# design 1

### Met3 routing, design 1

(3 px per um) Cells faint in the background.
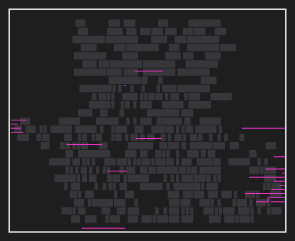

<file path="config.mk">
export PLATFORM = sky130hd
export DESIGN_NAME = mem_access_ctrl
export DESIGN_NICKNAME = d
export VERILOG_FILES = /design/src/rtl/mem_access_ctrl.sv
export SDC_FILE = /design/constraint.sdc
export NUM_CORES = 1
export LEC_CHECK = 0
export ABC_AREA = 1
export ABC_CLOCK_PERIOD_IN_PS = 1450
export CORE_ASPECT_RATIO = 0.8
export CORE_UTILIZATION = 25
export CTS_BUF_LIST = sky130_fd_sc_hd__clkbuf_8
export CTS_CLUSTER_DIAMETER = 30
export DETAILED_ROUTE_END_ITERATION = 10
export SYNTH_ARGS = -nofsm -noshare
export SYNTH_HDL_FRONTEND = slang
export SYNTH_SLANG_ARGS = --single-unit
</file>
<file path="constraint.sdc">
create_clock -name clk -period 1.45 [get_ports clk]
set_input_delay 0.29 -clock clk [delete_from_list [all_inputs] [get_ports clk]]
set_output_delay 0.29 -clock clk [all_outputs]
set_load 0.02 [all_outputs]
</file>
<file path="src/rtl/mem_access_ctrl.sv">
// Request sequencer for a single-port synchronous memory with a 1-cycle read.
// Accepts read/write requests and returns read data through a 2-entry response
// FIFO. A clear engine sweeps every address with a fill value.
module mem_access_ctrl #(
    parameter int unsigned DATA_WIDTH = 8,
    parameter int unsigned ADDR_WIDTH = 8,
    parameter int unsigned MEM_DEPTH  = 256
) (
    input  logic                  clk,
    input  logic                  rst,
    input  logic                  req_valid,
    output logic                  req_ready,
    input  logic                  req_we,
    input  logic [ADDR_WIDTH-1:0] req_addr,
    input  logic [DATA_WIDTH-1:0] req_wdata,
    output logic                  rsp_valid,
    input  logic                  rsp_ready,
    output logic [DATA_WIDTH-1:0] rsp_rdata,
    input  logic                  clr_start,
    input  logic [DATA_WIDTH-1:0] clr_value,
    output logic                  busy,
    output logic                  clr_done,
    output logic [ADDR_WIDTH-1:0] mem_addr,
    output logic [DATA_WIDTH-1:0] mem_data_in,
    output logic                  mem_we,
    input  logic [DATA_WIDTH-1:0] mem_data_out
);

    // One extra bit so a sweep of 2^ADDR_WIDTH words still has a distinct last count.
    localparam int unsigned CNT_W = ADDR_WIDTH + 1;
    localparam logic [CNT_W-1:0] LAST_ADDR = CNT_W'(MEM_DEPTH - 1);

    typedef enum logic [1:0] {
        IDLE  = 2'd0,
        DRAIN = 2'd1,
        CLEAR = 2'd2
    } state_t;

    state_t                state;
    logic [CNT_W-1:0]      clr_cnt;
    logic                  clr_done_q;
    logic                  rd_pending;
    logic [1:0]            fifo_count;
    logic [DATA_WIDTH-1:0] fifo_mem [2];
    logic                  wr_ptr;
    logic                  rd_ptr;
    logic                  accept;
    logic                  rd_accept;
    logic                  push;
    logic                  pop;

    // Handshake qualifiers; outputs are forced low while reset is held.
    assign req_ready = !rst && (state == IDLE) && !clr_start
                       && ((3'(fifo_count) + 3'(rd_pending)) < 3'd2);
    assign accept    = req_valid && req_ready;
    assign rd_accept = accept && !req_we;
    assign push      = rd_pending;
    assign rsp_valid = !rst && (fifo_count != 2'd0);
    assign pop       = rsp_valid && rsp_ready;
    assign rsp_rdata = fifo_mem[rd_ptr];
    assign busy      = !rst && (state != IDLE);
    assign clr_done  = !rst && clr_done_q;

    // Memory drive: request pass-through, overridden by the sweep during CLEAR.
    always_comb begin
        mem_addr    = req_addr;
        mem_data_in = req_wdata;
        mem_we      = accept && req_we;
        if (state == CLEAR) begin
            mem_addr    = clr_cnt[ADDR_WIDTH-1:0];
            mem_data_in = clr_value;
            mem_we      = !rst;
        end
    end

    // Control FSM with sweep counter and done pulse.
    always_ff @(posedge clk) begin
        if (rst) begin
            state      <= IDLE;
            clr_cnt    <= '0;
            clr_done_q <= 1'b0;
        end else begin
            clr_done_q <= 1'b0;
            case (state)
                IDLE: begin
                    if (clr_start) begin
                        state <= rd_pending ? DRAIN : CLEAR;
                    end
                end
                DRAIN: begin
                    state <= CLEAR;
                end
                CLEAR: begin
                    if (clr_cnt == LAST_ADDR) begin
                        state      <= IDLE;
                        clr_cnt    <= '0;
                        clr_done_q <= 1'b1;
                    end else begin
                        clr_cnt <= clr_cnt + CNT_W'(1);
                    end
                end
                default: begin
                    state <= IDLE;
                end
            endcase
        end
    end

    // Read-in-flight flag and response FIFO pointers/occupancy.
    always_ff @(posedge clk) begin
        if (rst) begin
            rd_pending <= 1'b0;
            fifo_count <= 2'd0;
            wr_ptr     <= 1'b0;
            rd_ptr     <= 1'b0;
        end else begin
            rd_pending <= rd_accept;
            if (push) begin
                wr_ptr <= !wr_ptr;
            end
            if (pop) begin
                rd_ptr <= !rd_ptr;
            end
            case ({push, pop})
                2'b10:   fifo_count <= fifo_count + 2'd1;
                2'b01:   fifo_count <= fifo_count - 2'd1;
                default: fifo_count <= fifo_count;
            endcase
        end
    end

    // FIFO storage; captures the memory output the cycle after a read is accepted.
    always_ff @(posedge clk) begin
        if (push) begin
            fifo_mem[wr_ptr] <= mem_data_out;
        end
    end

endmodule

</file>
# design 2

===== src/rtl/yuv_plane_packer.sv =====
// Packs a Y/U/V pixel stream into little-endian planar words (Y, then U, then V)
// with 4:2:0 or 4:2:2 chroma decimation and a backpressured word-write port.
module yuv_plane_packer #(
    parameter int unsigned IMG_W      = 640,
    parameter int unsigned IMG_H      = 480,
    parameter int unsigned WORD_BYTES = 8,
    parameter int unsigned ADDR_W     = 16,
    parameter int unsigned BASE_ADDR  = 0
) (
    input  logic                    PIXEL_CLK,
    input  logic                    RESET,
    input  logic                    chroma_mode,
    input  logic                    in_valid,
    output logic                    in_ready,
    input  logic                    in_sof,
    input  logic [7:0]              in_y,
    input  logic [7:0]              in_u,
    input  logic [7:0]              in_v,
    output logic                    wr_valid,
    input  logic                    wr_ready,
    output logic [8*WORD_BYTES-1:0] wr_data,
    output logic [ADDR_W-1:0]       wr_address,
    output logic                    frame_done,
    output logic                    sof_error
);

    localparam int unsigned COL_W  = $clog2(IMG_W);
    localparam int unsigned ROW_W  = $clog2(IMG_H);
    localparam int unsigned BW     = $clog2(WORD_BYTES);
    localparam int unsigned DW     = 8 * WORD_BYTES;
    localparam int unsigned Y_SIZE = IMG_W * IMG_H / WORD_BYTES;
    localparam int unsigned C420   = IMG_W * IMG_H / (4 * WORD_BYTES);
    localparam int unsigned C422   = IMG_W * IMG_H / (2 * WORD_BYTES);

    localparam logic [ADDR_W-1:0] Y_BASE     = ADDR_W'(BASE_ADDR);
    localparam logic [ADDR_W-1:0] U_BASE     = ADDR_W'(BASE_ADDR + Y_SIZE);
    localparam logic [ADDR_W-1:0] V_BASE_420 = ADDR_W'(BASE_ADDR + Y_SIZE + C420);
    localparam logic [ADDR_W-1:0] V_BASE_422 = ADDR_W'(BASE_ADDR + Y_SIZE + C422);
    localparam logic [BW-1:0]     LAST_B     = BW'(WORD_BYTES - 1);
    localparam logic [COL_W-1:0]  LAST_COL   = COL_W'(IMG_W - 1);
    localparam logic [ROW_W-1:0]  LAST_ROW   = ROW_W'(IMG_H - 1);

    typedef enum logic [1:0] {StIdle, StRun, StDrain} state_t;

    state_t              state_q;
    logic [COL_W-1:0]    col_q;
    logic [ROW_W-1:0]    row_q;
    logic                mode_q;
    logic [DW-1:0]       y_asm_q, u_asm_q, v_asm_q;
    logic [DW-1:0]       y_hold_q, u_hold_q, v_hold_q;
    logic [ADDR_W-1:0]   y_addr_q, u_addr_q, v_addr_q;
    logic                pend_y_q, pend_u_q, pend_v_q;
    logic [ADDR_W-1:0]   ycnt_q, ucnt_q, vcnt_q;
    logic [2:0]          done_mask_q;
    logic                lock_q;
    logic [2:0]          lock_sel_q;
    logic                sof_error_q;

    logic                acc, active, last, mode_eff;
    logic [COL_W-1:0]    pos_col;
    logic [ROW_W-1:0]    pos_row;
    logic                y_done, c_samp, c_done;
    logic [DW-1:0]       y_word, u_word, v_word;
    logic [ADDR_W-1:0]   ycnt_eff, ucnt_eff, vcnt_eff, v_base;
    logic [2:0]          sel, hs_mask, done_mask_d;
    logic                pend_y_d, pend_u_d, pend_v_d;
    logic                y_would, c_would;

    // Stall decisions look only at registered state, so in_ready has no input path.
    assign y_would  = (state_q == StRun) && (col_q[BW-1:0] == LAST_B) && pend_y_q;
    assign c_would  = (state_q == StRun) && !col_q[0] && (mode_q || !row_q[0]) &&
                      (col_q[BW:1] == LAST_B) && (pend_u_q || pend_v_q);
    assign in_ready = !y_would && !c_would;

    assign acc      = in_valid && in_ready;
    assign active   = acc && (in_sof || state_q == StRun);
    assign pos_col  = in_sof ? '0 : col_q;
    assign pos_row  = in_sof ? '0 : row_q;
    assign mode_eff = in_sof ? chroma_mode : mode_q;
    assign last     = active && (pos_col == LAST_COL) && (pos_row == LAST_ROW);
    assign y_done   = active && (pos_col[BW-1:0] == LAST_B);
    assign c_samp   = active && !pos_col[0] && (mode_eff || !pos_row[0]);
    assign c_done   = c_samp && (pos_col[BW:1] == LAST_B);
    assign ycnt_eff = in_sof ? '0 : ycnt_q;
    assign ucnt_eff = in_sof ? '0 : ucnt_q;
    assign vcnt_eff = in_sof ? '0 : vcnt_q;
    assign v_base   = mode_eff ? V_BASE_422 : V_BASE_420;

    always_comb begin
        y_word = y_asm_q;
        u_word = u_asm_q;
        v_word = v_asm_q;
        y_word[{pos_col[BW-1:0], 3'b000} +: 8] = in_y;
        u_word[{pos_col[BW:1], 3'b000} +: 8]   = in_u;
        v_word[{pos_col[BW:1], 3'b000} +: 8]   = in_v;
    end

    // A stalled word stays selected even if a higher-priority plane becomes pending.
    always_comb begin
        sel = 3'b000;
        if (lock_q)        sel = lock_sel_q;
        else if (pend_y_q) sel = 3'b001;
        else if (pend_u_q) sel = 3'b010;
        else if (pend_v_q) sel = 3'b100;
    end

    always_comb begin
        wr_data    = '0;
        wr_address = '0;
        unique case (sel)
            3'b001:  begin wr_data = y_hold_q; wr_address = y_addr_q; end
            3'b010:  begin wr_data = u_hold_q; wr_address = u_addr_q; end
            3'b100:  begin wr_data = v_hold_q; wr_address = v_addr_q; end
            default: ;
        endcase
    end

    assign wr_valid    = |sel;
    assign hs_mask     = sel & {3{wr_ready}};
    assign pend_y_d    = y_done || (pend_y_q && !hs_mask[0]);
    assign pend_u_d    = c_done || (pend_u_q && !hs_mask[1]);
    assign pend_v_d    = c_done || (pend_v_q && !hs_mask[2]);
    assign done_mask_d = last ? {pend_v_d, pend_u_d, pend_y_d} : (done_mask_q & ~hs_mask);
    assign frame_done  = |(done_mask_q & hs_mask) && !(|(done_mask_q & ~hs_mask));
    assign sof_error   = sof_error_q;

    always_ff @(posedge PIXEL_CLK or posedge RESET) begin
        if (RESET) begin
            state_q     <= StIdle;
            col_q       <= '0;
            row_q       <= '0;
            mode_q      <= 1'b0;
            y_asm_q     <= '0;
            u_asm_q     <= '0;
            v_asm_q     <= '0;
            y_hold_q    <= '0;
            u_hold_q    <= '0;
            v_hold_q    <= '0;
            y_addr_q    <= '0;
            u_addr_q    <= '0;
            v_addr_q    <= '0;
            pend_y_q    <= 1'b0;
            pend_u_q    <= 1'b0;
            pend_v_q    <= 1'b0;
            ycnt_q      <= '0;
            ucnt_q      <= '0;
            vcnt_q      <= '0;
            done_mask_q <= '0;
            lock_q      <= 1'b0;
            lock_sel_q  <= '0;
            sof_error_q <= 1'b0;
        end else begin
            lock_q      <= wr_valid && !wr_ready;
            lock_sel_q  <= sel;
            sof_error_q <= acc && in_sof && (state_q == StRun) && (col_q != '0 || row_q != '0);
            done_mask_q <= done_mask_d;
            pend_y_q    <= pend_y_d;
            pend_u_q    <= pend_u_d;
            pend_v_q    <= pend_v_d;
            if (active) begin
                y_asm_q <= y_word;
                if (in_sof) mode_q <= chroma_mode;
                if (pos_col == LAST_COL) begin
                    col_q <= '0;
                    row_q <= (pos_row == LAST_ROW) ? '0 : pos_row + ROW_W'(1);
                end else begin
                    col_q <= pos_col + COL_W'(1);
                    row_q <= pos_row;
                end
                ycnt_q <= y_done ? ycnt_eff + ADDR_W'(1) : ycnt_eff;
                ucnt_q <= c_done ? ucnt_eff + ADDR_W'(1) : ucnt_eff;
                vcnt_q <= c_done ? vcnt_eff + ADDR_W'(1) : vcnt_eff;
            end
            if (c_samp) begin
                u_asm_q <= u_word;
                v_asm_q <= v_word;
            end
            if (y_done) begin
                y_hold_q <= y_word;
                y_addr_q <= Y_BASE + ycnt_eff;
            end
            if (c_done) begin
                u_hold_q <= u_word;
                v_hold_q <= v_word;
                u_addr_q <= U_BASE + ucnt_eff;
                v_addr_q <= v_base + vcnt_eff;
            end
            unique case (state_q)
                StIdle:  if (active) state_q <= StRun;
                StRun:   if (last) state_q <= StDrain;
                StDrain: begin
                    if (active)                  state_q <= StRun;
                    else if (done_mask_d == '0)  state_q <= StIdle;
                end
                default: state_q <= StIdle;
            endcase
        end
    end

endmodule


===== config.mk =====
export PLATFORM = sky130hd
export DESIGN_NAME = yuv_plane_packer
export DESIGN_NICKNAME = d
export VERILOG_FILES = /design/src/rtl/yuv_plane_packer.sv
export SDC_FILE = /design/constraint.sdc
export NUM_CORES = 1
export LEC_CHECK = 0
export ABC_CLOCK_PERIOD_IN_PS = 23100
export CAP_MARGIN = 40
export CORE_ASPECT_RATIO = 1.25
export CORE_MARGIN = 3
export CORE_UTILIZATION = 62
export CTS_BUF_LIST = sky130_fd_sc_hd__clkbuf_8
export CTS_CLUSTER_SIZE = 28
export DETAILED_ROUTE_END_ITERATION = 8
export GPL_ROUTABILITY_DRIVEN = 0
export GPL_TIMING_DRIVEN = 0
export PLACE_DENSITY_LB_ADDON = 0.12
export SLEW_MARGIN = 30
export SYNTH_ARGS = -nofsm -noshare
export SYNTH_HDL_FRONTEND = slang
export SYNTH_SLANG_ARGS = --single-unit

===== constraint.sdc =====
create_clock -name PIXEL_CLK -period 23.1 [get_ports PIXEL_CLK]
set_input_delay 4.62 -clock PIXEL_CLK [delete_from_list [all_inputs] [get_ports PIXEL_CLK]]
set_output_delay 4.62 -clock PIXEL_CLK [all_outputs]
set_load 0.02 [all_outputs]

# design 3

File: src/rtl/aes_pkg.sv
// Shared AES key-schedule types, round limit and GF(2^8) helpers (S-box, Rcon).
package aes_pkg;
  typedef logic [31:0]  aes_word_t;
  typedef logic [127:0] aes_key_t;
  typedef enum logic {IDLE, EMIT} keyexp_state_t;

  localparam int AES_NUM_ROUNDS = 10;

  function automatic logic [7:0] gf_mul(input logic [7:0] a, input logic [7:0] b);
    logic [7:0] p;
    logic [7:0] x;
    p = '0;
    x = a;
    for (int i = 0; i < 8; i++) begin
      if (b[i]) p = p ^ x;
      x = {x[6:0], 1'b0} ^ (x[7] ? 8'h1b : 8'h00);
    end
    return p;
  endfunction

  // Inverse is a^254 (maps 0 to 0), followed by the affine transform.
  function automatic logic [7:0] sbox(input logic [7:0] a);
    logic [7:0] sq;
    logic [7:0] inv;
    sq  = a;
    inv = 8'h01;
    for (int i = 1; i < 8; i++) begin
      sq  = gf_mul(sq, sq);
      inv = gf_mul(inv, sq);
    end
    return inv ^ {inv[6:0], inv[7]} ^ {inv[5:0], inv[7:6]} ^
           {inv[4:0], inv[7:5]} ^ {inv[3:0], inv[7:4]} ^ 8'h63;
  endfunction

  function automatic logic [7:0] rcon(input logic [3:0] count);
    case (count)
      4'd0:    return 8'h01;
      4'd1:    return 8'h02;
      4'd2:    return 8'h04;
      4'd3:    return 8'h08;
      4'd4:    return 8'h10;
      4'd5:    return 8'h20;
      4'd6:    return 8'h40;
      4'd7:    return 8'h80;
      4'd8:    return 8'h1b;
      4'd9:    return 8'h36;
      default: return 8'h00;
    endcase
  endfunction
endpackage

File: src/rtl/g_func_key_expansion.sv
// AES key-schedule g() word function: RotWord, SubWord, then Rcon XOR into the top byte.
module g_func_key_expansion
  import aes_pkg::*;
(
  input  aes_word_t   inputWord,
  input  logic [3:0]  count,
  output aes_word_t   outputWord
);
  aes_word_t rot_word;
  aes_word_t sub_word;

  assign rot_word = {inputWord[23:0], inputWord[31:24]};

  generate
    for (genvar gi = 0; gi < 4; gi++) begin : g_sub
      assign sub_word[gi*8 +: 8] = sbox(rot_word[gi*8 +: 8]);
    end
  endgenerate

  assign outputWord = sub_word ^ {rcon(count), 24'h0};
endmodule

File: src/rtl/aes_key_expansion_engine.sv
// Sequential AES-128 key schedule streaming round keys 0..NUM_ROUNDS over valid/ready.
// Optional AES_KEY_STORE_EN adds a readable store of every emitted round key.
module aes_key_expansion_engine
  import aes_pkg::*;
#(
  parameter int NUM_ROUNDS = AES_NUM_ROUNDS,
  parameter int IDX_W      = 4
) (
  input  logic             clk,
  input  logic             rst,
  input  logic             start,
  input  logic [127:0]     cipher_key,
  output logic             busy,
  output logic             rk_valid,
  input  logic             rk_ready,
  output logic [127:0]     round_key,
  output logic [IDX_W-1:0] round_idx,
  output logic             done
`ifdef AES_KEY_STORE_EN
  ,
  input  logic [IDX_W-1:0] rd_idx,
  output logic [127:0]     rd_key
`endif
);
  keyexp_state_t    state_q, state_d;
  aes_key_t         key_q, key_d;
  logic [IDX_W-1:0] idx_q, idx_d;
  logic             done_q, done_d;
  aes_word_t        g_word, n0, n1, n2, n3;
  logic             rk_hs, start_acc, last_idx;

  g_func_key_expansion u_g (
    .inputWord  (key_q[31:0]),
    .count      (idx_q[3:0]),
    .outputWord (g_word)
  );

  assign n0 = key_q[127:96] ^ g_word;
  assign n1 = key_q[95:64]  ^ n0;
  assign n2 = key_q[63:32]  ^ n1;
  assign n3 = key_q[31:0]   ^ n2;

  assign start_acc = (state_q == IDLE) && start;
  assign rk_hs     = (state_q == EMIT) && rk_ready;
  assign last_idx  = (idx_q == IDX_W'(NUM_ROUNDS));

  always_comb begin
    state_d = state_q;
    key_d   = key_q;
    idx_d   = idx_q;
    done_d  = 1'b0;
    case (state_q)
      IDLE: begin
        if (start_acc) begin
          key_d   = cipher_key;
          idx_d   = '0;
          state_d = EMIT;
        end
      end
      EMIT: begin
        if (rk_hs) begin
          if (last_idx) begin
            state_d = IDLE;
            done_d  = 1'b1;
          end else begin
            key_d = {n0, n1, n2, n3};
            idx_d = idx_q + 1'b1;
          end
        end
      end
      default: state_d = IDLE;
    endcase
  end

  always_ff @(posedge clk) begin
    if (rst) begin
      state_q <= IDLE;
      key_q   <= '0;
      idx_q   <= '0;
      done_q  <= 1'b0;
    end else begin
      state_q <= state_d;
      key_q   <= key_d;
      idx_q   <= idx_d;
      done_q  <= done_d;
    end
  end

  assign busy      = (state_q != IDLE);
  assign rk_valid  = (state_q == EMIT);
  assign round_key = key_q;
  assign round_idx = idx_q;
  assign done      = done_q;

`ifdef AES_KEY_STORE_EN
  aes_key_t store_q [NUM_ROUNDS+1];
  aes_key_t store_d [NUM_ROUNDS+1];
  aes_key_t rd_key_q, rd_key_d;

  // Out-of-range read indices match no entry and fall through to zero.
  always_comb begin
    rd_key_d = '0;
    for (int i = 0; i <= NUM_ROUNDS; i++) begin
      store_d[i] = store_q[i];
      if (start_acc) store_d[i] = '0;
      else if (rk_hs && (idx_q == IDX_W'(i))) store_d[i] = key_q;
      if (rd_idx == IDX_W'(i)) rd_key_d = store_q[i];
    end
  end

  always_ff @(posedge clk) begin
    if (rst) begin
      for (int i = 0; i <= NUM_ROUNDS; i++) store_q[i] <= '0;
      rd_key_q <= '0;
    end else begin
      for (int i = 0; i <= NUM_ROUNDS; i++) store_q[i] <= store_d[i];
      rd_key_q <= rd_key_d;
    end
  end

  assign rd_key = rd_key_q;
`endif
endmodule

File: config.mk
export PLATFORM = sky130hd
export DESIGN_NAME = aes_key_expansion_engine
export DESIGN_NICKNAME = d
export VERILOG_FILES = /design/src/rtl/aes_pkg.sv /design/src/rtl/g_func_key_expansion.sv /design/src/rtl/aes_key_expansion_engine.sv
export SDC_FILE = /design/constraint.sdc
export NUM_CORES = 2
export LEC_CHECK = 0
export CELL_PAD_IN_SITES_DETAIL_PLACEMENT = 1
export CELL_PAD_IN_SITES_GLOBAL_PLACEMENT = 1
export CORE_ASPECT_RATIO = 1.25
export CORE_MARGIN = 5
export CORE_UTILIZATION = 44
export DETAILED_ROUTE_END_ITERATION = 7
export PLACE_DENSITY_LB_ADDON = 0.1
export SYNTH_ARGS = -nofsm -noshare
export SYNTH_HDL_FRONTEND = slang
export SYNTH_SLANG_ARGS = --single-unit
File: constraint.sdc
create_clock -name clk -period 15.7 [get_ports clk]
set_input_delay 3.14 -clock clk [delete_from_list [all_inputs] [get_ports clk]]
set_output_delay 3.14 -clock clk [all_outputs]
set_load 0.01 [all_outputs]
### Placement by cell class, design 3

(1 px per um)
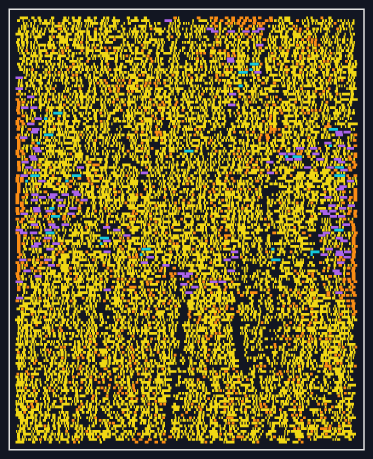
[remaining buffers and delay cells] orange | cells: 1047
[sequential cells] purple | cells: 142
[combinational and other logic] yellow | cells: 7989
[clock drivers and dummy loads] cyan | cells: 31
placeable core region: 146000 um^2
design area: 76300 um^2
number of rows created at floorplan: 157
Layout Utilization: 52.1%

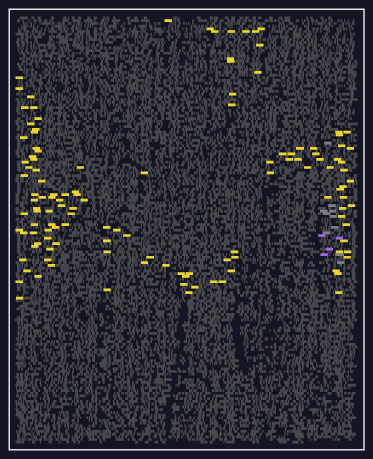
*Sequential cells grouped by signal name, design 3*
(1 px per um) Other sequential cells in the stronger grey, the rest of the logic in the fainter grey.
[round_idx] purple | sequential cells: 4 | where: east
[round_key] yellow | sequential cells: 128
not coloured: 10
flip-flop and latch share of the layout cell area: 3.75%
Flop area: 2860 um^2

==> metrics.log, design 3 <==
[flow] final metrics
[metrics] met1 Resource Use GR: 42.7%
[metrics] yosys warns: 0
[metrics] area of the die: 155000 um^2
[metrics] Min-Delay Path Class: reg2reg
[metrics] detailed-routing wirelength on met1: 116000 um
[metrics] family of cells with the greatest summed delay on the critical path: XOR/XNOR gates
[metrics] post-CTS clock slew at the launch and capture registers of the worst setup and hold paths: 0.07 ns
[metrics] ao+oa area frac: 18.7%
[metrics] routed vias/inst: 6.05
[metrics] run status: complete, no violations
[metrics] fill cell count: 18200
[metrics] FMAX: 0.0654 GHz
[metrics] Stages on worst setup path: 52
[metrics] floorplan net count: 8917
[metrics] total of max-cap violations: 0
[metrics] Period Utilization, post-route: 97.4%
[metrics] Final Routed Wirelength: 269000 um
[metrics] main kind of combinational logic by area: XOR/XNOR gates
[metrics] crit path launch type: flop
[metrics] busiest metal layer after global routing: met2
[metrics] HPWL Detailed: 207000 um
[metrics] minimum period implied by the final worst setup slack: 15.29 ns
[metrics] synthesized-area fraction occupied by and/or/nand/nor cells: 21.4%
[metrics] number of flip-flops in the largest register: 128
==> design 3: synthesized netlist by cell type (55+ instances only) <==
master	n
sky130_fd_sc_hd__a211oi_1	64
sky130_fd_sc_hd__a21oi_1	522
sky130_fd_sc_hd__a22oi_1	72
sky130_fd_sc_hd__a31oi_1	92
sky130_fd_sc_hd__buf_1	63
sky130_fd_sc_hd__buf_2	124
sky130_fd_sc_hd__clkbuf_1	433
sky130_fd_sc_hd__dfxtp_1	142
sky130_fd_sc_hd__inv_1	93
sky130_fd_sc_hd__mux2i_1	205
sky130_fd_sc_hd__nand2_1	941
sky130_fd_sc_hd__nand2b_1	64
sky130_fd_sc_hd__nand3_1	202
sky130_fd_sc_hd__nor2_1	1298
sky130_fd_sc_hd__nor2b_1	76
sky130_fd_sc_hd__nor3_1	237
sky130_fd_sc_hd__o211ai_1	76
sky130_fd_sc_hd__o21ai_0	436
sky130_fd_sc_hd__o22ai_1	130
sky130_fd_sc_hd__or3_1	55
sky130_fd_sc_hd__xnor2_1	1518
sky130_fd_sc_hd__xnor3_1	439
sky130_fd_sc_hd__xor2_1	428
sky130_fd_sc_hd__xor3_1	58
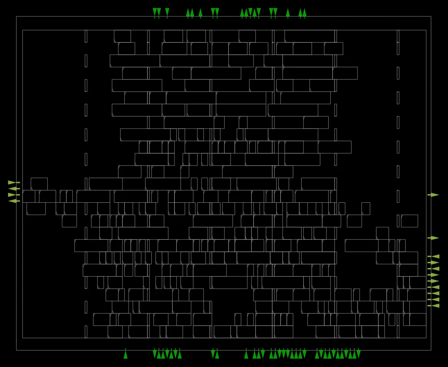
*Cell outlines without signal wires, design 1*
sequential cells: 34
placeable core region: 6070 um^2
non-filler cells in the finished layout: 375
num tapcells: 81

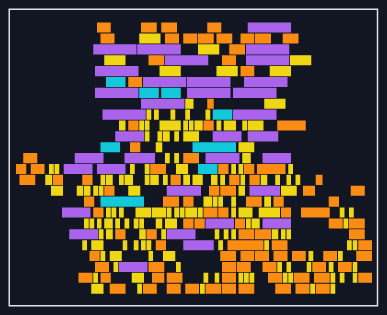
*Placement by cell class, design 1*
(4 px per um)
[clock drivers and dummy loads] cyan | cells: 8
[remaining buffers and delay cells] orange | cells: 101
[combinational and other logic] yellow | cells: 151
[sequential cells] purple | cells: 34
Layout Utilization: 48.4%
flip-flop and latch share of the layout cell area: 29.1%
number of rows created at floorplan: 25
design area: 2940 um^2

## Picture notes: 'Met3 routing' of design 1
nets with wire on the layer: 20
longest straight run: 14.0 um
GR met3 Demand/Resource: 2.90%
DR vias: 1582
Final Routed Wirelength: 4310 um

==> metrics.log, design 1 <==
[flow] final metrics
[metrics] first-pass GRT wire length: 6430 um
[metrics] post-route worst setup slack: -0.170 ns
[metrics] relative area of clock buffers and inverters in the final design: 4.86%
[metrics] final number of setup-violating endpoints: 27
[metrics] failing checks: setup timing
[metrics] detailed router's first-iteration violation count: 58
[metrics] Reg2Reg Setup Slack: -0.02 ns
[metrics] Boundary Pins: 67
[metrics] largest registers: fifo_mem (16), clr_cnt (9)
[metrics] post-CTS clock slew at the launch and capture registers of the worst setup and hold paths: 0.07 ns
[metrics] run status: finished, violations left
[metrics] main area contributors: sky130_fd_sc_hd__edfxtp_1 (30%), sky130_fd_sc_hd__dfxtp_1 (22%), sky130_fd_sc_hd__nand2_1 (15%)
[metrics] number of antenna violations at the first check in global routing: 0
[metrics] CP bufs+invs: 1
[metrics] clock tree from TritonCTS: done
[metrics] Period Utilization, post-route: 112%
[metrics] number of library cell types mapped by synthesis: 23
[metrics] post-synthesis cell type with the largest combined area: sky130_fd_sc_hd__edfxtp_1
==> design 1: metal layers <==
metal / wire length (um) / vias up
li1: - / 815
met1: 2060 / 738
met2: 2060 / 27
met3: 137 / 2
met4: 47 / 0
met5: 0 / -
==> design 1: metrics by stage <==
stage                     setup TNS, ns  cell area, um^2  hold slack (ns)
final                             -1.99             2940            0.446
after global routing              -3.60             2940            0.473
after floorplan                 -0.0942             1620            0.362
after global placement           -10.43             2590            0.435
after CTS                         -2.16             2750            0.448
after detailed placement         -10.39             2590            0.436
==> design 1: how the worst max path moves through the flow <==
stage | endpoint | slack (ns)
6_report | mem_we | -0.17
2_1_floorplan | mem_addr[3] | -0.02
3_3_place_gp | mem_we | -0.62
4_1_cts | mem_we | -0.13
5_1_grt | mem_we | -0.22
3_5_place_dp | mem_we | -0.63
==> design 1: cells by family (layout without fill, tap and decap cells) <==
kind of cell | after synthesis | after routing | share of synthesized area [%]
adder cells (fa/ha/maj) | 2 | 2 | 1.55
AND/OR/NAND/NOR | 106 | 106 | 27.7
buffers and inverters | 22 | 126 | 5.75
multiplexers | 8 | 8 | 5.60
AND-OR/OR-AND | 13 | 13 | 4.43
flip-flops | 34 | 34 | 52.3
XOR/XNOR | 5 | 5 | 2.72
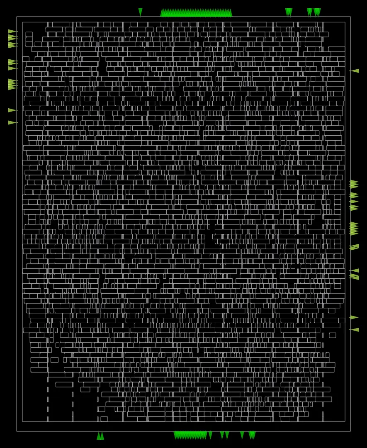
*Cell outlines without signal wires, design 2*
flip-flop and latch share of the layout cell area: 45.7%
placeable core region: 39200 um^2

==> metrics.log, design 2 <==
[flow] final metrics
[metrics] post-route worst setup slack: 11.81 ns
[metrics] Hold Path Origin: v_hold_q[62]$_DFFE_PP0N_
[metrics] Min-Delay Path Class: reg2reg
[metrics] top-count cell post-synth: sky130_fd_sc_hd__dfrtp_1
[metrics] share of cells above drive strength 1: 14.5%
[metrics] antenna diode count: 0
[metrics] routed vias/inst: 6.34
[metrics] end of the worst hold path: v_hold_q[62]$_DFFE_PP0N_
[metrics] first-pass GRT wire length: 120000 um
[metrics] Setup crit start: wr_ready
[metrics] worst skew pair latency: 0.67 ns
[metrics] Hold WS: 0.480 ns
[metrics] delay contributed by the slowest stage of the critical path: 0.66 ns
[metrics] run status: complete, no violations
==> design 2: state kept, by name (all words and copies together), names as in the netlist, 64 cells and up <==
| signal | flops |
|---|---|
| y_hold_q | 64 |
| v_hold_q | 64 |
| v_asm_q | 64 |
| u_hold_q | 64 |
| u_asm_q | 64 |
| y_asm_q | 64 |
==> design 2: cell type report <==
cell class	count	area share [%]
sequential	513	45.7
tap	498	2.22
inverter	20	0.294
timing repair buffer	112	4.26
clock buffer	110	5.39
multi-input combinational	1754	38.6
clock inverter	33	0.494
buffer	166	3.03
==> design 2: routing by layer <==
layer	wire, um	global-route usage [%]
met1	30200	49.2
met2	36700	58.9
met3	7040	7.86
met4	4650	20.4
met5	13	0
==> design 2: cells by family after synthesis <==
| logic type | Yosys count |
|---|---|
| AND-OR/OR-AND | 555 |
| XOR/XNOR | 56 |
| adder cells (fa/ha/maj) | 19 |
| buffers and inverters | 186 |
| flip-flops | 513 |
| multiplexers | 301 |
| AND/OR/NAND/NOR | 823 |

